# ---- mem_arbiter ----
Fig. 1: mem_arbiter, signal wires on met4
Drawn at 3 px/µm.
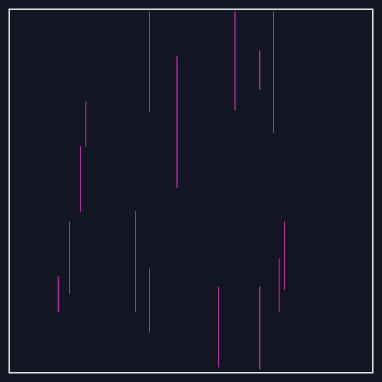

<file path="src/rtl/mem_arbiter.sv">
// rtl/mem_arbiter.sv - round-robin N-port memory arbiter issuing single-cycle command pulses
// Optional read watchdog and stale-return discard enabled by defining MEM_ARB_TIMEOUT_EN.
module mem_arbiter #(
   parameter int NUM_PORTS      = 2,
   parameter int ADDR_W         = 26,
   parameter int DATA_W         = 32,
   parameter int TIMEOUT_CYCLES = 1024
) (
   input  logic                          clk,
   input  logic                          rst,
   input  logic [NUM_PORTS-1:0]          req_rd,
   input  logic [NUM_PORTS-1:0]          req_wr,
   input  logic [NUM_PORTS*ADDR_W-1:0]   req_addr,
   input  logic [NUM_PORTS*2-1:0]        req_width,
   input  logic [NUM_PORTS*DATA_W-1:0]   req_wr_data,
   output logic [DATA_W-1:0]             rsp_rd_data,
   output logic [NUM_PORTS-1:0]          rsp_rd_valid,
   output logic [NUM_PORTS-1:0]          rsp_wr_ack,
   output logic [NUM_PORTS-1:0]          rsp_err,
   input  logic                          mem_rd_ready,
   input  logic                          mem_wr_ready,
   output logic [ADDR_W-1:0]             mem_addr,
   output logic [1:0]                    mem_data_width,
   output logic [DATA_W-1:0]             mem_wr_data,
   output logic                          mem_rd,
   output logic                          mem_wr,
   input  logic [DATA_W-1:0]             mem_rd_data,
   input  logic                          mem_rd_valid
);

   localparam int          IDX_W        = (NUM_PORTS > 1) ? $clog2(NUM_PORTS) : 1;
   localparam logic [31:0] TIMEOUT_DATA = 32'hDEADBEEF;

   typedef enum logic [1:0] {S_IDLE, S_ISSUE, S_RD_WAIT, S_RESP} state_t;

   state_t                r_state, w_state_nxt;
   logic [IDX_W-1:0]      r_last_grant, w_last_grant_nxt;
   logic [IDX_W-1:0]      r_grant;
   logic                  r_op_rd;
   logic [ADDR_W-1:0]     r_mem_addr;
   logic [1:0]            r_mem_width;
   logic [DATA_W-1:0]     r_mem_wr_data;
   logic                  r_mem_rd, w_mem_rd_nxt;
   logic                  r_mem_wr, w_mem_wr_nxt;
   logic [DATA_W-1:0]     r_rd_data, w_rd_data_nxt;
   logic [NUM_PORTS-1:0]  r_rd_valid, w_rd_valid_nxt;
   logic [NUM_PORTS-1:0]  r_wr_ack, w_wr_ack_nxt;
   logic [NUM_PORTS-1:0]  w_grant_oh;
   logic [NUM_PORTS-1:0]  w_can_rd;
   logic                  w_hit, w_hit_rd, w_latch;
   logic [IDX_W-1:0]      w_hit_idx, w_idx;
   logic                  w_stale;

`ifdef MEM_ARB_TIMEOUT_EN
   localparam int CNT_W = $clog2(TIMEOUT_CYCLES + 1);

   logic [CNT_W-1:0]      r_cnt, w_cnt_nxt;
   logic                  r_stale, w_stale_nxt;
   logic [NUM_PORTS-1:0]  r_err, w_err_nxt;

   assign w_stale = r_stale;
   assign rsp_err = r_err;
`else
   logic w_unused_timeout;

   assign w_unused_timeout = (TIMEOUT_CYCLES == 0);
   assign w_stale          = 1'b0;
   assign rsp_err          = '0;
`endif

   // After a watchdog expiry reads are held back until the late return has drained.
   assign w_can_rd   = req_rd & {NUM_PORTS{~w_stale}};
   assign w_grant_oh = NUM_PORTS'(1) << r_grant;

   always_comb begin
      w_hit     = 1'b0;
      w_hit_rd  = 1'b0;
      w_hit_idx = '0;
      w_idx     = '0;
      for (int k = 0; k < NUM_PORTS; k++) begin
         w_idx = IDX_W'((int'(r_last_grant) + 1 + k) % NUM_PORTS);
         if (!w_hit && (w_can_rd[w_idx] || req_wr[w_idx])) begin
            w_hit     = 1'b1;
            w_hit_rd  = w_can_rd[w_idx];
            w_hit_idx = w_idx;
         end
      end
   end

   always_comb begin
      w_state_nxt      = r_state;
      w_last_grant_nxt = r_last_grant;
      w_latch          = 1'b0;
      w_mem_rd_nxt     = 1'b0;
      w_mem_wr_nxt     = 1'b0;
      w_rd_valid_nxt   = '0;
      w_wr_ack_nxt     = '0;
      w_rd_data_nxt    = r_rd_data;
`ifdef MEM_ARB_TIMEOUT_EN
      w_err_nxt        = '0;
      w_cnt_nxt        = r_cnt;
      w_stale_nxt      = r_stale;
      if (r_stale && mem_rd_valid) begin
         w_stale_nxt = 1'b0;
      end
`endif
      case (r_state)
         S_IDLE: begin
            if (w_hit) begin
               w_latch     = 1'b1;
               w_state_nxt = S_ISSUE;
            end
         end
         S_ISSUE: begin
            if (r_op_rd && mem_rd_ready) begin
               w_mem_rd_nxt = 1'b1;
               w_state_nxt  = S_RD_WAIT;
`ifdef MEM_ARB_TIMEOUT_EN
               w_cnt_nxt    = '0;
`endif
            end else if (!r_op_rd && mem_wr_ready) begin
               w_mem_wr_nxt = 1'b1;
               w_wr_ack_nxt = w_grant_oh;
               w_state_nxt  = S_RESP;
            end
         end
         S_RD_WAIT: begin
            // The first RD_WAIT cycle carries the mem_rd pulse; returns count from the next one.
            if (!r_mem_rd) begin
               if (mem_rd_valid) begin
                  w_rd_data_nxt  = mem_rd_data;
                  w_rd_valid_nxt = w_grant_oh;
                  w_state_nxt    = S_RESP;
               end
`ifdef MEM_ARB_TIMEOUT_EN
               else if (r_cnt == CNT_W'(TIMEOUT_CYCLES - 1)) begin
                  w_rd_data_nxt  = TIMEOUT_DATA[DATA_W-1:0];
                  w_rd_valid_nxt = w_grant_oh;
                  w_err_nxt      = w_grant_oh;
                  w_stale_nxt    = 1'b1;
                  w_state_nxt    = S_RESP;
               end else begin
                  w_cnt_nxt = r_cnt + CNT_W'(1);
               end
`endif
            end
         end
         S_RESP: begin
            w_last_grant_nxt = r_grant;
            w_state_nxt      = S_IDLE;
         end
         default: begin
            w_state_nxt = S_IDLE;
         end
      endcase
   end

   always_ff @(posedge clk) begin
      if (rst) begin
         r_state       <= S_IDLE;
         r_last_grant  <= IDX_W'(NUM_PORTS - 1);
         r_grant       <= '0;
         r_op_rd       <= 1'b0;
         r_mem_addr    <= '0;
         r_mem_width   <= '0;
         r_mem_wr_data <= '0;
         r_mem_rd      <= 1'b0;
         r_mem_wr      <= 1'b0;
         r_rd_data     <= '0;
         r_rd_valid    <= '0;
         r_wr_ack      <= '0;
`ifdef MEM_ARB_TIMEOUT_EN
         r_cnt         <= '0;
         r_stale       <= 1'b0;
         r_err         <= '0;
`endif
      end else begin
         r_state       <= w_state_nxt;
         r_last_grant  <= w_last_grant_nxt;
         r_mem_rd      <= w_mem_rd_nxt;
         r_mem_wr      <= w_mem_wr_nxt;
         r_rd_data     <= w_rd_data_nxt;
         r_rd_valid    <= w_rd_valid_nxt;
         r_wr_ack      <= w_wr_ack_nxt;
`ifdef MEM_ARB_TIMEOUT_EN
         r_cnt         <= w_cnt_nxt;
         r_stale       <= w_stale_nxt;
         r_err         <= w_err_nxt;
`endif
         if (w_latch) begin
            r_grant       <= w_hit_idx;
            r_op_rd       <= w_hit_rd;
            r_mem_addr    <= req_addr[w_hit_idx*ADDR_W +: ADDR_W];
            r_mem_width   <= req_width[w_hit_idx*2 +: 2];
            r_mem_wr_data <= req_wr_data[w_hit_idx*DATA_W +: DATA_W];
         end
      end
   end

   assign mem_addr       = r_mem_addr;
   assign mem_data_width = r_mem_width;
   assign mem_wr_data    = r_mem_wr_data;
   assign mem_rd         = r_mem_rd;
   assign mem_wr         = r_mem_wr;
   assign rsp_rd_data    = r_rd_data;
   assign rsp_rd_valid   = r_rd_valid;
   assign rsp_wr_ack     = r_wr_ack;

endmodule
</file>
<file path="config.mk">
export PLATFORM = sky130hd
export DESIGN_NAME = mem_arbiter
export DESIGN_NICKNAME = d
export VERILOG_FILES = /design/src/rtl/mem_arbiter.sv
export SDC_FILE = /design/constraint.sdc
export NUM_CORES = 1
export LEC_CHECK = 0
export ABC_AREA = 1
export CORE_MARGIN = 4
export CORE_UTILIZATION = 41
export DETAILED_ROUTE_END_ITERATION = 7
export PLACE_DENSITY = 0.82
export SETUP_SLACK_MARGIN = 0.15
export SLEW_MARGIN = 20
export SYNTH_ARGS = -nofsm -noshare
export SYNTH_HDL_FRONTEND = slang
export SYNTH_SLANG_ARGS = --single-unit
export TNS_END_PERCENT = 10
</file>
<file path="constraint.sdc">
create_clock -name clk -period 2.2 [get_ports clk]
set_clock_uncertainty 0.2 [all_clocks]
set_input_delay 0.44 -clock clk [delete_from_list [all_inputs] [get_ports clk]]
set_output_delay 0.44 -clock clk [all_outputs]
set_load 0.01 [all_outputs]
</file>
# ---- boot_loader ----
--- src/rtl/boot_loader.sv ---
// Boot sequencer: streams a host program into shared memory at PROG_BASE,
// reads it back to confirm the byte checksum, then hands the memory bus to
// the core and releases core reset.
// Optional build macro BOOT_CLEAR_EN: zero the whole program region before loading.
//
// state  | meaning
// IDLE   | loader owns memory, core held in reset, waiting for start
// CLEAR  | writing zeros to PROG_BASE..MEM_DEPTH-1 (BOOT_CLEAR_EN builds only)
// LOAD   | accepting host beats, writing them to memory
// VERIFY | reading the program back and summing it
// RUN    | core owns memory and is out of reset; left only through reset
// ERROR  | overflow or checksum mismatch; start retries the load
module boot_loader #(
  parameter int ADDR_WIDTH = 16,
  parameter int DATA_WIDTH = 8,
  parameter int MEM_DEPTH  = 256,
  parameter int PROG_BASE  = 128
) (
  input  logic                  clk,
  input  logic                  reset,
  input  logic                  start,
  input  logic                  host_valid,
  input  logic [DATA_WIDTH-1:0] host_data,
  input  logic                  host_last,
  output logic                  host_ready,
  output logic                  mem_sel,
  output logic [ADDR_WIDTH-1:0] mem_addr,
  output logic [DATA_WIDTH-1:0] mem_wdata,
  output logic                  mem_we,
  input  logic [DATA_WIDTH-1:0] mem_rdata,
  output logic                  core_reset_n,
  output logic                  busy,
  output logic                  done,
  output logic                  error,
  output logic [1:0]            err_code,
  output logic [ADDR_WIDTH-1:0] byte_count
);

  localparam int CAP = MEM_DEPTH - PROG_BASE;
  localparam logic [ADDR_WIDTH-1:0] BASE_A = ADDR_WIDTH'(PROG_BASE);
  localparam logic [ADDR_WIDTH-1:0] CAP_A  = ADDR_WIDTH'(CAP);
  localparam logic [ADDR_WIDTH-1:0] ONE_A  = ADDR_WIDTH'(1);

  typedef enum logic [2:0] {
    S_IDLE   = 3'd0,
`ifdef BOOT_CLEAR_EN
    S_CLEAR  = 3'd1,
`endif
    S_LOAD   = 3'd2,
    S_VERIFY = 3'd3,
    S_RUN    = 3'd4,
    S_ERROR  = 3'd5
  } state_t;

  state_t                  state, state_nxt;
  logic [DATA_WIDTH-1:0]   checksum;
  logic [DATA_WIDTH-1:0]   verify_sum;
  logic [DATA_WIDTH-1:0]   verify_sum_nxt;
  logic [ADDR_WIDTH-1:0]   ptr;
  logic                    beat;

  // Next state plus the memory bus; writes in LOAD must land in the same cycle as the beat.
  always_comb begin
    state_nxt      = state;
    mem_we         = 1'b0;
    mem_addr       = '0;
    mem_wdata      = '0;
    beat           = (state == S_LOAD) && host_valid;
    verify_sum_nxt = verify_sum + mem_rdata;
    case (state)
      S_IDLE, S_ERROR: begin
        if (start) begin
`ifdef BOOT_CLEAR_EN
          state_nxt = S_CLEAR;
`else
          state_nxt = S_LOAD;
`endif
        end
      end
`ifdef BOOT_CLEAR_EN
      S_CLEAR: begin
        mem_we   = 1'b1;
        mem_addr = BASE_A + ptr;
        if (ptr == CAP_A - ONE_A) state_nxt = S_LOAD;
      end
`endif
      S_LOAD: begin
        if (beat) begin
          mem_we    = 1'b1;
          mem_addr  = BASE_A + byte_count;
          mem_wdata = host_data;
          if (host_last) state_nxt = S_VERIFY;
          else if (byte_count + ONE_A == CAP_A) state_nxt = S_ERROR;
        end
      end
      S_VERIFY: begin
        mem_addr = BASE_A + ptr;
        // ptr == byte_count is the extra cycle that only captures the final read
        if (ptr == byte_count)
          state_nxt = (verify_sum_nxt == checksum) ? S_RUN : S_ERROR;
      end
      default: ;
    endcase
  end

  // State, datapath registers and state-decoded status outputs.
  always_ff @(posedge clk) begin
    if (reset) begin
      state        <= S_IDLE;
      checksum     <= '0;
      verify_sum   <= '0;
      ptr          <= '0;
      byte_count   <= '0;
      err_code     <= 2'b00;
      host_ready   <= 1'b0;
      mem_sel      <= 1'b1;
      core_reset_n <= 1'b0;
      busy         <= 1'b0;
      done         <= 1'b0;
      error        <= 1'b0;
    end else begin
      state        <= state_nxt;
      host_ready   <= (state_nxt == S_LOAD);
      mem_sel      <= (state_nxt != S_RUN);
      core_reset_n <= (state_nxt == S_RUN);
      done         <= (state_nxt == S_RUN);
      error        <= (state_nxt == S_ERROR);
      busy         <= (state_nxt == S_LOAD) || (state_nxt == S_VERIFY)
`ifdef BOOT_CLEAR_EN
                      || (state_nxt == S_CLEAR)
`endif
                      ;
      case (state)
        S_IDLE, S_ERROR: begin
          if (start) begin
            byte_count <= '0;
            checksum   <= '0;
            err_code   <= 2'b00;
            verify_sum <= '0;
            ptr        <= '0;
          end
        end
`ifdef BOOT_CLEAR_EN
        S_CLEAR: begin
          ptr <= (state_nxt == S_LOAD) ? '0 : ptr + ONE_A;
        end
`endif
        S_LOAD: begin
          if (beat) begin
            byte_count <= byte_count + ONE_A;
            checksum   <= checksum + host_data;
          end
          if (state_nxt == S_VERIFY) begin
            ptr        <= '0;
            verify_sum <= '0;
          end
          if (state_nxt == S_ERROR) err_code <= 2'b01;
        end
        S_VERIFY: begin
          ptr <= ptr + ONE_A;
          if (ptr != '0) verify_sum <= verify_sum_nxt;
          if (state_nxt == S_ERROR) err_code <= 2'b10;
        end
        default: ;
      endcase
    end
  end

endmodule

--- config.mk ---
export PLATFORM = sky130hd
export DESIGN_NAME = boot_loader
export DESIGN_NICKNAME = d
export VERILOG_FILES = /design/src/rtl/boot_loader.sv
export SDC_FILE = /design/constraint.sdc
export NUM_CORES = 1
export LEC_CHECK = 0
export CAP_MARGIN = 20
export CORE_UTILIZATION = 35
export CTS_CLUSTER_SIZE = 8
export DETAILED_ROUTE_END_ITERATION = 7
export MAX_ROUTING_LAYER = met4
export PLACE_DENSITY = 0.57
export RECOVER_POWER = 25
export SKIP_LAST_GASP = 1
export SLEW_MARGIN = 20
export SYNTH_ARGS = -nofsm -noshare
export SYNTH_HDL_FRONTEND = slang
export SYNTH_SLANG_ARGS = --single-unit
--- constraint.sdc ---
create_clock -name clk -period 3.05 [get_ports clk]
set_input_delay 0.61 -clock clk [delete_from_list [all_inputs] [get_ports clk]]
set_output_delay 0.61 -clock clk [all_outputs]
set_load 0.01 [all_outputs]
# ---- gelato_warp_scheduler ----
<file path="src/rtl/gelato_types.sv">
// Shared Gelato frontend types.
//   inst_t        : raw 32-bit instruction word
//   warp_state_t  : per-warp fetch lifecycle state
//   fetch_req_t   : fetch request bundle (warp index + PC) for the default
//                   frontend configuration
//   warp_is_ready : helper used to build arbiter request vectors
package gelato_types;

    localparam int GELATO_PC_W   = 32;
    localparam int GELATO_WARP_W = 2;

    typedef logic [31:0] inst_t;

    typedef enum logic [1:0] {
        WS_INACTIVE = 2'd0,
        WS_READY    = 2'd1,
        WS_WAIT     = 2'd2,
        WS_STALLED  = 2'd3
    } warp_state_t;

    typedef struct packed {
        logic                     valid;
        logic [GELATO_WARP_W-1:0] warp;
        logic [GELATO_PC_W-1:0]   pc;
    } fetch_req_t;

    function automatic logic warp_is_ready(input warp_state_t s);
        return s == WS_READY;
    endfunction

endpackage

</file>
<file path="src/rtl/gelato_rr_arbiter.sv">
// Combinational round-robin arbiter.
// Scans req starting at ptr+1 (wrapping modulo N) and picks the first set bit.
// Ports:
//   req       in  N  request vector
//   ptr       in  W  index of the last winner; it has lowest priority
//   grant     out N  one-hot grant
//   grant_idx out W  index of the granted requester (0 when none)
//   any       out 1  at least one request present
module gelato_rr_arbiter #(
    parameter int N = 4,
    parameter int W = (N > 1) ? $clog2(N) : 1
) (
    input  logic [N-1:0] req,
    input  logic [W-1:0] ptr,
    output logic [N-1:0] grant,
    output logic [W-1:0] grant_idx,
    output logic         any
);

    always_comb begin
        logic [W-1:0] cand;
        cand      = '0;
        grant     = '0;
        grant_idx = '0;
        any       = 1'b0;
        // i == N wraps back onto ptr itself, so the last winner is tried last.
        for (int i = 1; i <= N; i++) begin
            cand = W'((int'(ptr) + i) % N);
            if (!any && req[cand]) begin
                any         = 1'b1;
                grant[cand] = 1'b1;
                grant_idx   = cand;
            end
        end
    end

endmodule

</file>
<file path="src/rtl/gelato_warp_scheduler.sv">
// Per-warp fetch scheduler for the Gelato frontend.
// Tracks a lifecycle state and PC per warp, grants one READY warp per cycle to
// I-Fetch in round-robin order, and parks it until decode reports the next PC
// or a stall; stalled warps wait for execute to resume them.
//
// Per-warp state machine:
//   state       | meaning
//   ------------+-------------------------------------------------------
//   WS_INACTIVE | warp not running; only a launch moves it
//   WS_READY    | has a valid PC, eligible for a fetch grant
//   WS_WAIT     | fetch issued, waiting for decode to report next PC/stall
//   WS_STALLED  | branch/AUIPC pending, waiting for execute to resume it
//
// Ports:
//   clk, rst_n                          clock, async active-low reset
//   rdy                                 global enable; low freezes everything
//   launch_valid/launch_warp/launch_pc  start a warp at a PC
//   exit_valid/exit_warp                retire a warp (never an error)
//   fetch_ready                         I-Fetch can accept a request
//   fetch_valid/fetch_warp_num/fetch_pc registered one-cycle fetch request
//   upd_valid/upd_warp/upd_stall/upd_pc decode-side next-PC or stall report
//   resume_valid/resume_warp/resume_pc  execute-side branch resolution
//   idle                                all warps inactive (combinational)
//   err                                 one-cycle pulse on an illegal event
module gelato_warp_scheduler
    import gelato_types::*;
#(
    parameter int NUM_WARPS = 4,
    parameter int PC_WIDTH  = 32,
    parameter int WARP_W    = $clog2(NUM_WARPS)
) (
    input  logic                clk,
    input  logic                rst_n,
    input  logic                rdy,
    input  logic                launch_valid,
    input  logic [WARP_W-1:0]   launch_warp,
    input  logic [PC_WIDTH-1:0] launch_pc,
    input  logic                exit_valid,
    input  logic [WARP_W-1:0]   exit_warp,
    input  logic                fetch_ready,
    output logic                fetch_valid,
    output logic [WARP_W-1:0]   fetch_warp_num,
    output logic [PC_WIDTH-1:0] fetch_pc,
    input  logic                upd_valid,
    input  logic [WARP_W-1:0]   upd_warp,
    input  logic                upd_stall,
    input  logic [PC_WIDTH-1:0] upd_pc,
    input  logic                resume_valid,
    input  logic [WARP_W-1:0]   resume_warp,
    input  logic [PC_WIDTH-1:0] resume_pc,
    output logic                idle,
    output logic                err
);

    warp_state_t         state_q [NUM_WARPS];
    warp_state_t         state_d [NUM_WARPS];
    logic [PC_WIDTH-1:0] pc_q    [NUM_WARPS];
    logic [PC_WIDTH-1:0] pc_d    [NUM_WARPS];
    logic [WARP_W-1:0]   rr_ptr_q;

    logic [NUM_WARPS-1:0] ready_vec;
    logic [NUM_WARPS-1:0] grant_oh;
    logic [WARP_W-1:0]    grant_idx;
    logic                 grant_any;
    logic                 grant_fire;
    logic                 err_d;

    // Eligibility is taken from the registered state, so a warp that becomes
    // READY this cycle is only considered on the next one.
    always_comb begin
        ready_vec = '0;
        for (int w = 0; w < NUM_WARPS; w++) begin
            ready_vec[w] = warp_is_ready(state_q[w]);
        end
    end

    gelato_rr_arbiter #(
        .N (NUM_WARPS),
        .W (WARP_W)
    ) u_arb (
        .req       (ready_vec),
        .ptr       (rr_ptr_q),
        .grant     (grant_oh),
        .grant_idx (grant_idx),
        .any       (grant_any)
    );

    assign grant_fire = fetch_ready && grant_any;

    // Next state per warp. Legal launch/update/resume events are mutually
    // exclusive by current state, so their order below only matters for err.
    // Exit is applied last and overrides everything; an event that loses to
    // an exit on the same warp is dropped silently rather than flagged.
    always_comb begin
        logic exiting;
        exiting = 1'b0;
        err_d   = 1'b0;
        for (int w = 0; w < NUM_WARPS; w++) begin
            state_d[w] = state_q[w];
            pc_d[w]    = pc_q[w];
            exiting    = exit_valid && (exit_warp == WARP_W'(w));

            if (grant_fire && grant_oh[w]) begin
                state_d[w] = WS_WAIT;
            end

            if (launch_valid && (launch_warp == WARP_W'(w))) begin
                if (state_q[w] == WS_INACTIVE) begin
                    state_d[w] = WS_READY;
                    pc_d[w]    = launch_pc;
                end else if (!exiting) begin
                    err_d = 1'b1;
                end
            end

            if (upd_valid && (upd_warp == WARP_W'(w))) begin
                if (state_q[w] == WS_WAIT) begin
                    if (upd_stall) begin
                        state_d[w] = WS_STALLED;
                    end else begin
                        state_d[w] = WS_READY;
                        pc_d[w]    = upd_pc;
                    end
                end else if (!exiting) begin
                    err_d = 1'b1;
                end
            end

            if (resume_valid && (resume_warp == WARP_W'(w))) begin
                if (state_q[w] == WS_STALLED) begin
                    state_d[w] = WS_READY;
                    pc_d[w]    = resume_pc;
                end else if (!exiting) begin
                    err_d = 1'b1;
                end
            end

            if (exiting) begin
                state_d[w] = WS_INACTIVE;
            end
        end
    end

    always_comb begin
        idle = 1'b1;
        for (int w = 0; w < NUM_WARPS; w++) begin
            if (state_q[w] != WS_INACTIVE) begin
                idle = 1'b0;
            end
        end
    end

    // rr_ptr resets to the last index so warp 0 has top priority first.
    always_ff @(posedge clk or negedge rst_n) begin
        if (!rst_n) begin
            for (int w = 0; w < NUM_WARPS; w++) begin
                state_q[w] <= WS_INACTIVE;
                pc_q[w]    <= '0;
            end
            rr_ptr_q       <= WARP_W'(NUM_WARPS - 1);
            fetch_valid    <= 1'b0;
            fetch_warp_num <= '0;
            fetch_pc       <= '0;
            err            <= 1'b0;
        end else if (rdy) begin
            for (int w = 0; w < NUM_WARPS; w++) begin
                state_q[w] <= state_d[w];
                pc_q[w]    <= pc_d[w];
            end
            fetch_valid <= grant_fire;
            if (grant_fire) begin
                fetch_warp_num <= grant_idx;
                fetch_pc       <= pc_q[grant_idx];
                rr_ptr_q       <= grant_idx;
            end
            err <= err_d;
        end
    end

endmodule

</file>
<file path="config.mk">
export PLATFORM = sky130hd
export DESIGN_NAME = gelato_warp_scheduler
export DESIGN_NICKNAME = d
export VERILOG_FILES = /design/src/rtl/gelato_types.sv /design/src/rtl/gelato_rr_arbiter.sv /design/src/rtl/gelato_warp_scheduler.sv
export SDC_FILE = /design/constraint.sdc
export NUM_CORES = 1
export LEC_CHECK = 0
export CAP_MARGIN = 20
export CORE_ASPECT_RATIO = 0.9
export CORE_UTILIZATION = 60
export CTS_CLUSTER_DIAMETER = 40
export DETAILED_ROUTE_END_ITERATION = 6
export MAX_ROUTING_LAYER = met4
export PLACE_DENSITY = 0.87
export SYNTH_ARGS = -nofsm -noshare
export SYNTH_HDL_FRONTEND = slang
export SYNTH_HIERARCHICAL = 1
export SYNTH_SLANG_ARGS = --single-unit
export TNS_END_PERCENT = 5
</file>
<file path="constraint.sdc">
create_clock -name clk -period 6.06 [get_ports clk]
set_input_delay 1.212 -clock clk [delete_from_list [all_inputs] [get_ports clk]]
set_output_delay 1.212 -clock clk [all_outputs]
set_load 0.01 [all_outputs]
</file>
# ---- fetch_unit ----
==> src/rtl/fetch_unit_pkg.sv <==
// fetch_unit_pkg: shared types, reset constant and instruction field decoder for the fetch front end
package fetch_unit_pkg;
  typedef logic [31:0] Vec32;
  typedef struct packed {
    logic [4:0]  rs;
    logic [4:0]  rt;
    logic [4:0]  rd;
    logic [4:0]  shamt;
    logic [5:0]  funct;
    logic [15:0] imm16;
    logic [25:0] imm26;
    Vec32        instructionCode;
  } Instruction;
  typedef struct packed {
    Vec32 pc;
    Vec32 word;
  } FetchEntry;
  localparam Vec32 RESET_PC_DEFAULT = 32'h0000_0000;
  function automatic Instruction decode_fields(input Vec32 w);
    return '{rs: w[25:21], rt: w[20:16], rd: w[15:11], shamt: w[10:6], funct: w[5:0],
             imm16: w[15:0], imm26: w[25:0], instructionCode: w};
  endfunction
endpackage

==> src/rtl/fetch_unit_queue.sv <==
// fetch_queue: circular FIFO of fetch entries; flush empties it while still honouring a same-cycle pop
module fetch_queue
  import fetch_unit_pkg::*;
#(
  parameter int DEPTH = 4
) (
  input  logic      clk,
  input  logic      rst_n,
  input  logic      push,
  input  logic      pop,
  input  logic      flush,
  input  FetchEntry push_data,
  output logic      full,
  output logic      empty,
  output FetchEntry head_data
);
  localparam int AW = $clog2(DEPTH);
  localparam int CW = AW + 1;
  FetchEntry mem_q [DEPTH];
  logic [AW-1:0] head_q, head_d, tail_q, tail_d;
  logic [CW-1:0] count_q, count_d;
  logic do_push, do_pop;
  assign full = count_q == CW'(DEPTH);
  assign empty = count_q == '0;
  assign head_data = mem_q[head_q];
  always_comb begin
    do_pop = pop && !empty;
    do_push = push && !flush && (!full || do_pop);
    head_d = flush ? tail_q : head_q + AW'(do_pop);
    tail_d = tail_q + AW'(do_push);
    count_d = flush ? '0 : count_q + CW'(do_push) - CW'(do_pop);
  end
  always_ff @(posedge clk) begin
    if (!rst_n) begin
      head_q <= '0;
      tail_q <= '0;
      count_q <= '0;
    end else begin
      head_q <= head_d;
      tail_q <= tail_d;
      count_q <= count_d;
    end
  end
  always_ff @(posedge clk) if (do_push) mem_q[tail_q] <= push_data;
endmodule

==> src/rtl/fetch_unit.sv <==
// fetch_unit: drives fetch addresses, queues returned words and presents decoded instructions to decode
module fetch_unit
  import fetch_unit_pkg::*;
#(
  parameter Vec32 RESET_PC = RESET_PC_DEFAULT,
  parameter int   DEPTH    = 4
) (
  input  logic        clk,
  input  logic        rst_n,
  output logic [31:0] im_address,
  input  logic [31:0] im_word,
  input  logic        redirect_valid,
  input  logic [31:0] redirect_pc,
  output logic        if_valid,
  input  logic        if_ready,
  output logic [31:0] if_pc,
  output Instruction  if_instruction
);
  Vec32 fetch_pc_q, fetch_pc_d;
  logic push, pop, full, empty;
  FetchEntry push_entry, head;
  always_comb begin
    pop = !empty && if_ready;
    push = !redirect_valid && (!full || pop);
    push_entry = '{pc: fetch_pc_q, word: im_word};
    fetch_pc_d = redirect_valid ? {redirect_pc[31:2], 2'b00} : push ? fetch_pc_q + 32'd4 : fetch_pc_q;
  end
  always_ff @(posedge clk) fetch_pc_q <= !rst_n ? {RESET_PC[31:2], 2'b00} : fetch_pc_d;
  fetch_queue #(.DEPTH(DEPTH)) u_queue (
    .clk       (clk),
    .rst_n     (rst_n),
    .push      (push),
    .pop       (pop),
    .flush     (redirect_valid),
    .push_data (push_entry),
    .full      (full),
    .empty     (empty),
    .head_data (head)
  );
  assign im_address = fetch_pc_q;
  assign if_valid = !empty;
  assign if_pc = head.pc;
  assign if_instruction = decode_fields(head.word);
endmodule

==> config.mk <==
export PLATFORM = sky130hd
export DESIGN_NAME = fetch_unit
export DESIGN_NICKNAME = d
export VERILOG_FILES = /design/src/rtl/fetch_unit_pkg.sv /design/src/rtl/fetch_unit_queue.sv /design/src/rtl/fetch_unit.sv
export SDC_FILE = /design/constraint.sdc
export NUM_CORES = 1
export LEC_CHECK = 0
export CAP_MARGIN = 20
export CORE_MARGIN = 2
export CORE_UTILIZATION = 52
export DETAILED_ROUTE_END_ITERATION = 7
export PLACE_DENSITY = 0.8
export SYNTH_ARGS = -nofsm -noshare
export SYNTH_HDL_FRONTEND = slang
export SYNTH_SLANG_ARGS = --single-unit
==> constraint.sdc <==
create_clock -name clk -period 10.55 [get_ports clk]
set_clock_uncertainty 0.05 [all_clocks]
set_input_delay 1.055 -clock clk [delete_from_list [all_inputs] [get_ports clk]]
set_output_delay 1.055 -clock clk [all_outputs]
set_load 0.05 [all_outputs]

==> layout pictures side by side <==
Clock distribution.
Drawn at 4 px/µm.
image #1
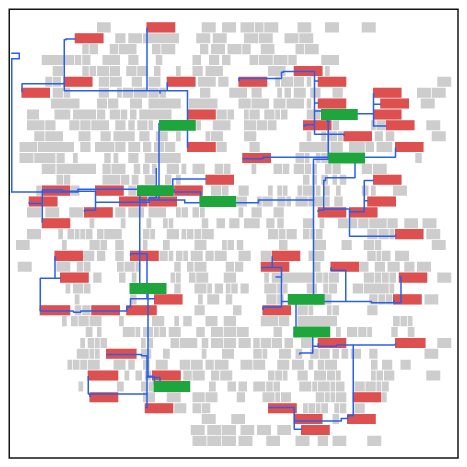
image #2
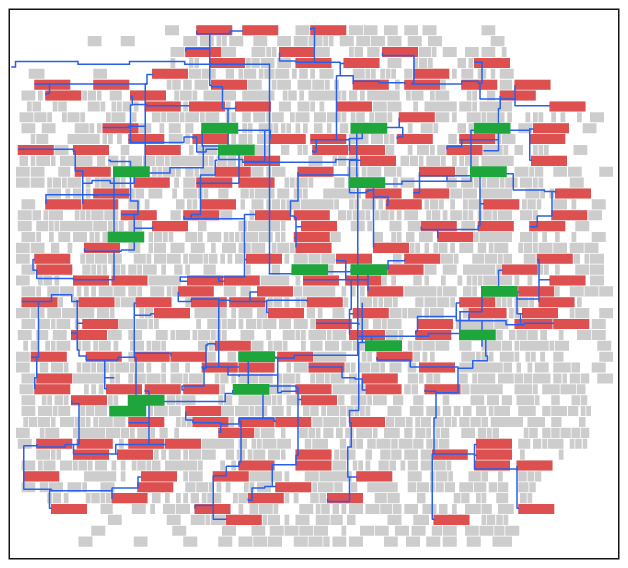
image #3
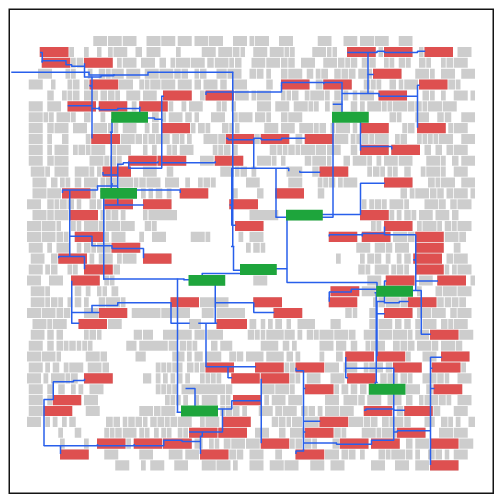
image #4
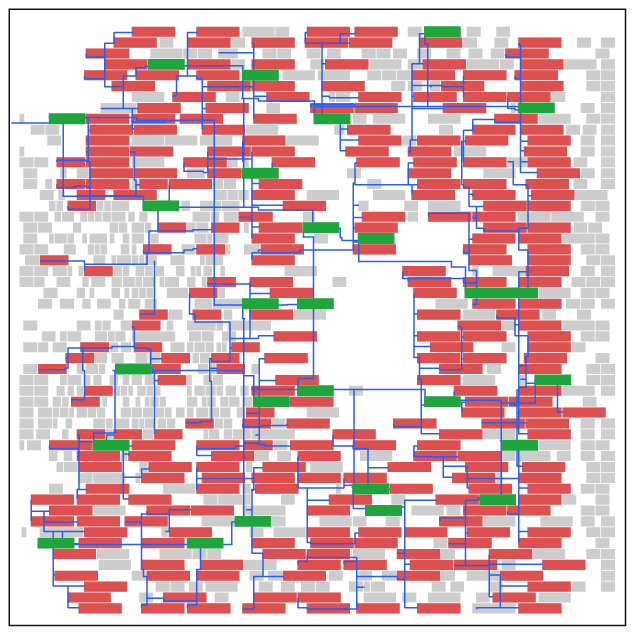
Image #4 is fetch_unit.
Image #1 is boot_loader.
Image #3 is mem_arbiter.
Image #2 is gelato_warp_scheduler.
Of these, smallest die: image #1

Fig. 2: mem_arbiter, power grid
Drawn at 4 px/µm. Pins as bars on the die edge.
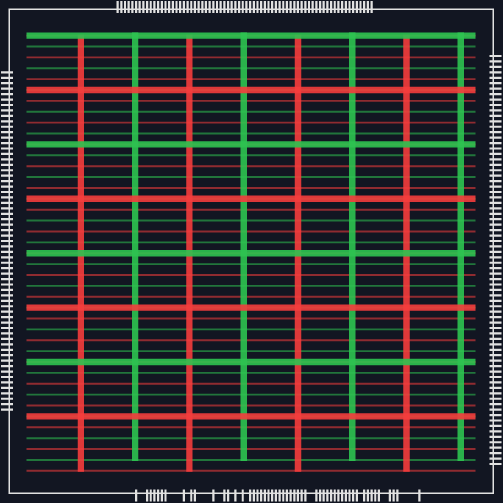
Key: VDD = green; VSS = red
The core has 40 rows. 261 signal pins sit on the boundary. 8 straps on met4. 41 met1 rails follow the rows.

## Picture notes: Fig. 1
The layer holds 2.3% of the routed length. The wires run mostly vertical. 12 nets have wire on it. The layer carries 383 µm of wire. The longest straight run is 43.5 µm.

==> results.sh, mem_arbiter <==
# implementation run metrics
export IMPL_dp_hpwl_um=12200
export IMPL_rrSetupSlack_ns=0.37
export IMPL_cp_endpoint="mem_wr_data[0]"
export IMPL_hold_viol_final=0
export IMPL_ant_nets=0
export IMPL_buffers=279
export IMPL_synth_top_area_share=0.396
export IMPL_crit_buf_inv=1
export IMPL_ys_flops=103
export IMPL_first_pass_iters=6
export IMPL_wl_met1_um=6250
export IMPL_logic_gates=439
export IMPL_grt_pass1_wl_um=25300
export IMPL_rr_endpoint="mem_addr[25]"
export IMPL_flops=103
export IMPL_synth_top_cells_by_count="inv_1, nand2_1, dfxtp_1"
export IMPL_setup_viol=0
export IMPL_p_leak_nw=3.77
export IMPL_antenna_found_initial=0
export IMPL_fillers=1062
export IMPL_status="completed"
export IMPL_warnings=30
export IMPL_top_area_cell="dfxtp_1"
export IMPL_fin_crit_sh=0.871
export IMPL_crit_family="buffers and inverters"
export IMPL_placementRows=40
export IMPL_final_util=0.675
export IMPL_grt_util_met1=0.238
==> mem_arbiter: through the flow <==
step	setup TNS, ns	area (µm²)	total power, W	std cells	worst slack [ns]
6_report	0	8240	0.00914	1170	0.283
2_1_floorplan	0	5210	0.00537	757	0.553
3_5_place_dp	-0.683	7940	0.00755	1154	-0.0433
4_1_cts	0	8240	0.00924	1170	0.213
5_1_grt	0	8240	0.00979	1170	0.184
3_3_place_gp	-0.185	7940	0.00746	1154	-0.0434
==> mem_arbiter: kinds of logic (layout without fill, tap and decap cells) <==
group                      Yosys count  after routing  share of synthesized area
other                                1              2                   0.000721
DFF                                103            103                      0.396
AOI/OAI and AO/OA                  132            132                      0.127
buffers and inverters              215            460                      0.180
and+or+nand+nor                    300            300                      0.284
adders and majority gates            5              5                     0.0120
==> mem_arbiter: report_power, final <==
part	switching, W	internal (W)	leakage [nW]
Clock	0.000750	0.000897	0.148
Combinational	0.00230	0.00230	2.77
Sequential	0.000355	0.00253	0.848
==> mem_arbiter: state kept, by name, indices dropped and copies added (netlist names), 2 cells and up <==
register        flops
mem_data_width      2
mem_addr           26
rsp_wr_ack          2
rsp_rd_valid        2
r_state             2
rsp_rd_data        32
mem_wr_data        32
Fig. 3: fetch_unit, power grid
Drawn at 3 px/µm. Pins as bars on the die edge.
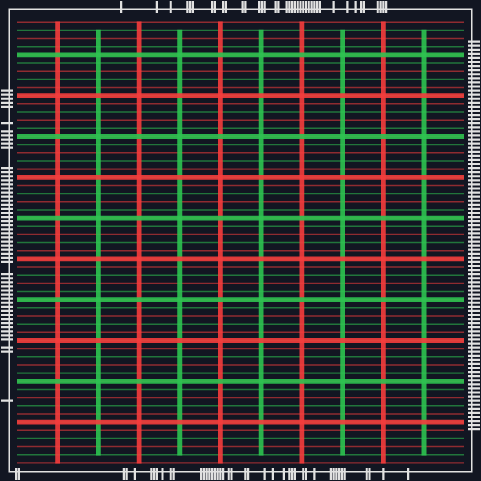
Key: VSS = red; VDD = green
233 signal pins sit on the boundary. 10 straps on met5. 10 straps on met4. The core has 54 rows.

==> results.sh, fetch_unit <==
# implementation run metrics
export IMPL_status="completed"
export IMPL_buffers=236
export IMPL_diodes=0
export IMPL_postCtsHoldBufs=0
export IMPL_tns_ns=0
export IMPL_logic_family="multiplexers"
export IMPL_synth_warnings=0
export IMPL_flops=285
export IMPL_endpoint_kind="output port"
export IMPL_setup_viol=0
export IMPL_num_nonclk_inverters=6
export IMPL_top_cell="edfxtp_1"
export IMPL_yosys_area_um2=11600
export IMPL_tightest_slew_ns=0.957
export IMPL_seq_area_um2=8200
fetch_unit: logic make-up after synthesis:
family,count (synthesis)
simple gates,124
other cells,1
buf+inv,109
mux,63
xor+xnor,12
compound gates,70
flops,285
fa+ha+maj,6
fetch_unit: per-layer routing:
metal  GRT usage  wire length, µm  vias to the layer above
li1            -                -                     2939
met1       0.263             9540                     3307
met2       0.350            12100                      292
met3      0.0349             1750                       29
met4      0.0415              357                        0
met5           0                0                        -
fetch_unit: how the worst max path moves through the flow:
stage	cells past startpoint	slack [ns]	to
floorplan	4	1.72	u_queue.mem_q[2][0]
global placement	3	6.56	if_instruction[83]
detailed placement	3	6.54	if_instruction[9]
CTS	3	5.97	if_instruction[9]
global route	3	5.85	if_instruction[9]
finish	3	6.11	if_instruction[9]
fetch_unit: report_power, final:
part	internal, W	switching [W]	total (W)	leakage, nW
Clock	0.000645	0.000399	0.00104	0.485
Combinational	0.000264	0.000497	0.000761	1.71
Sequential	0.00130	0.0000502	0.00135	2.61
Total	0.00221	0.000947	0.00316	4.81
fetch_unit: worst reg2reg max path, stage by stage, from the launching register on:
cell and delay [ns]:
dfxtp_1 0.46, nor4b_2 0.17, nor2_1 0.25, nand2_1 0.14
nor2_4 0.59, buf_4 0.66
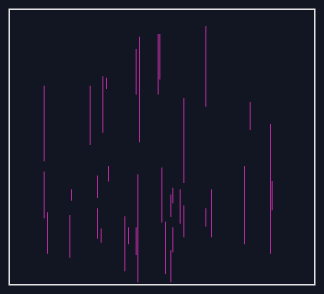
Fig. 4. Signal wires on met4 (gelato_warp_scheduler).
Drawn at 2 px/µm.
The wires run mostly vertical. 27 nets have wire on it. The longest straight run is 64.6 µm.

Fig. 5: gelato_warp_scheduler, power grid
Drawn at 3 px/µm. Pins as bars on the die edge.
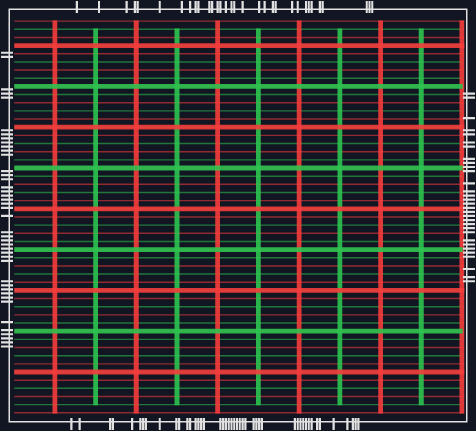
Key: VSS = red; VDD = green
49 met1 rails follow the rows. 9 straps on met5. 150 signal pins sit on the boundary. 11 straps on met4.

==> results.sh, gelato_warp_scheduler <==
# implementation run metrics
export IMPL_status="finished with violations"
export IMPL_violations="DRC"
export IMPL_die_size_y_um=137
export IMPL_rr_worst_depth=10
export IMPL_cts_resized=0
export IMPL_drc=19
export IMPL_die_x_um=152
export IMPL_areaGrowthSynthToFinish_pct=15.4
export IMPL_fmax_mhz=240
export IMPL_avgViaCountPerCell=6.72
export IMPL_slowest_stage="a221oi_4"
export IMPL_htree_levels=4
export IMPL_reg2reg_from="rr_ptr_q[0]"
export IMPL_dp_cells=1684
export IMPL_drt_iter0_markers=1283
export IMPL_holdCritStartpoint="fetch_pc[21]"
export IMPL_lay_top_count="nor2_1"
-- gelato_warp_scheduler: cells by family (layout without fill, tap and decap cells) --
group | Yosys count | in the layout | share of synthesized area
other | 0 | 1 | 0
multiplexers | 170 | 170 | 0.176
AND-OR/OR-AND | 322 | 322 | 0.194
flip-flops | 174 | 174 | 0.359
AND/OR/NAND/NOR | 578 | 578 | 0.198
adder cells (fa/ha/maj) | 8 | 8 | 0.00824
buffers and inverters | 144 | 214 | 0.0653
-- gelato_warp_scheduler: where the power goes --
group | switching, W | total [W] | internal (W)
clock | 0.000474 | 0.00111 | 0.000632
combinational | 0.00139 | 0.00297 | 0.00158
sequential | 0.000460 | 0.00213 | 0.00167
-- gelato_warp_scheduler: layout make-up --
class	count	share of cell area
multi-input combinational	1078	0.503
sequential	174	0.311
timing repair buffer	168	0.118
clock buffer	24	0.0365
tap	250	0.0223
clock inverter	7	0.00544
inverter	15	0.00402
antenna	1	0.000178
-- gelato_warp_scheduler: layer usage --
metal,track usage,wire (µm)
met3,0.0614,3650
met2,0.550,16400
met5,-,0
met4,0.147,818
met1,0.456,14200
Fig. 6: boot_loader, power grid
Drawn at 4 px/µm. Pins as bars on the die edge.
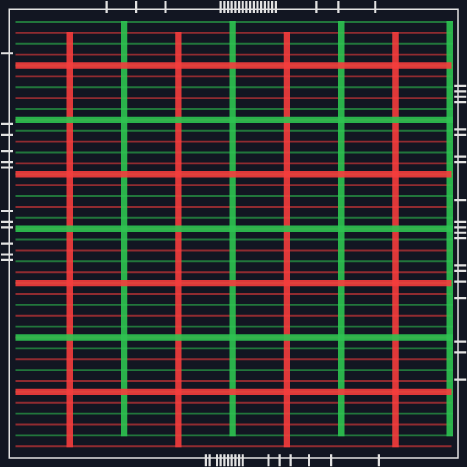
Key: VSS = red; VDD = green
8 straps on met4. 70 signal pins sit on the boundary.

==> results.sh, boot_loader <==
# implementation run metrics
export IMPL_tightest_slew_ns=0.810
export IMPL_irDropWorstVdd_mv=0.327
export IMPL_first_pass_iters=7
export IMPL_die_size_y_um=112
export IMPL_violations="DRC"
export IMPL_final_util=0.499
export IMPL_drc=4
export IMPL_hold_path_class="flop to flop"
export IMPL_reg2reg_from="verify_sum[0]"
export IMPL_status="finished with violations"
export IMPL_areaGrowthSynthToFinish_pct=36.9
export IMPL_top_layer="met4"
export IMPL_p_sw_w=0.000682
export IMPL_htree_levels=3
export IMPL_cap_violations=0
[boot_loader: power groups by stage]
stage                     combinational, W  sequential, W  clock, W
after global placement            0.000503       0.000816         0
after detailed placement          0.000511       0.000816         0
after floorplan                   0.000311       0.000813         0
after CTS                         0.000528       0.000801  0.000996
final                             0.000541       0.000801  0.000982
after global routing              0.000594       0.000804   0.00103
[boot_loader: cell type report]
type                       instances  area [µm²]
fill                            1132        5790
multi-input combinational        436        2960
sequential                        58        1170
timing repair buffer             130        1150
clock buffer                      10         229
tap                              143         179
clock inverter                     6        57.6
inverter                          10        37.5
[boot_loader: worst min-delay path, cell delays in order, from the launching register on]
cell      delay [ns]
dfxtp_1         0.31
nand2b_1        0.06
a21oi_1         0.05
[boot_loader: worst max path at each step]
stage             endpoint  cells after the start  slack, ns
2_1_floorplan   host_ready                     10       0.13
3_3_place_gp   err_code[1]                     12      -0.47
3_5_place_dp   err_code[1]                     12      -0.58
4_1_cts         host_ready                     12       0.01
5_1_grt         host_ready                     10      -0.04
6_report        host_ready                     10       0.03
[boot_loader: per-layer routing]
layer / GRT usage / up-vias
met2: 0.338 / 140
met4: 0.0730 / 0
met5: - / -
li1: - / 2171
met1: 0.282 / 2071
met3: 0.0250 / 15


==> screenshots <==
Local utilization.
picture 1
Drawn at 2 px/µm. 15 x 15 tiles, from white (low) to dark blue (high), 0 to 100% covered.
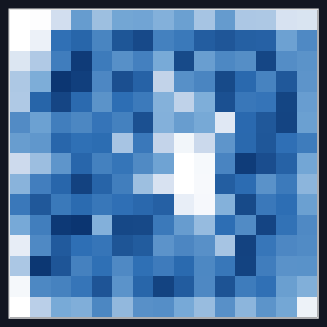
picture 2
Drawn at 2 px/µm. 11 x 11 tiles, from white (low) to dark blue (high), 0 to 100% covered.
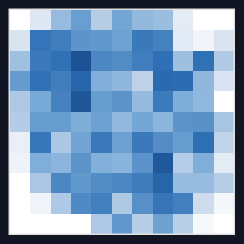
picture 3
Drawn at 2 px/µm. 12 x 12 tiles, from white (low) to dark blue (high), 0 to 100% covered.
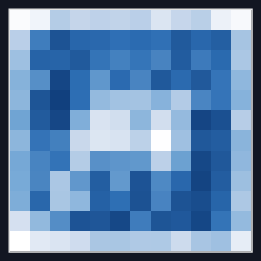
picture 4
Drawn at 2 px/µm. 15 x 14 tiles, from white (low) to dark blue (high), 0 to 100% covered.
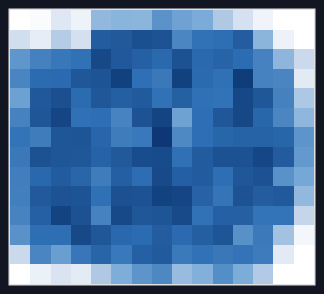
- lowest utilization: picture 2
- smallest die: picture 2
gelato_warp_scheduler is picture 4.
fetch_unit is picture 1.
mem_arbiter is picture 3.
boot_loader is picture 2.

Key to picture 1:
2.7% of the tiles are nearly empty. The mean over all tiles is 61%. The fullest tile reaches 98%.


==> screenshots <==
Routing congestion.
(a)
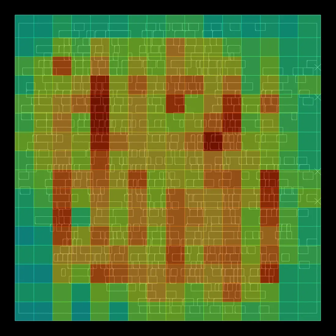
(b)
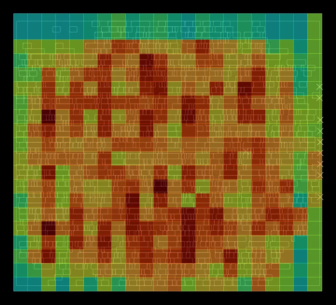
(c)
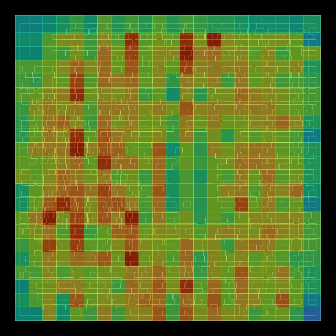
(d)
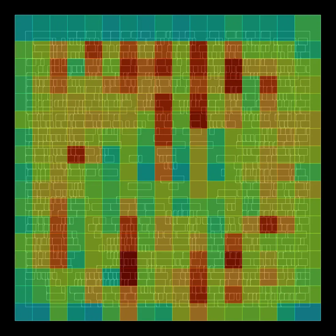
- boot_loader = (a)
- mem_arbiter = (d)
- fetch_unit = (c)
- gelato_warp_scheduler = (b)
- lowest utilization: (a)
- highest track usage: (b)

Power figures rest on the tool's default switching activity, not on a simulated workload.
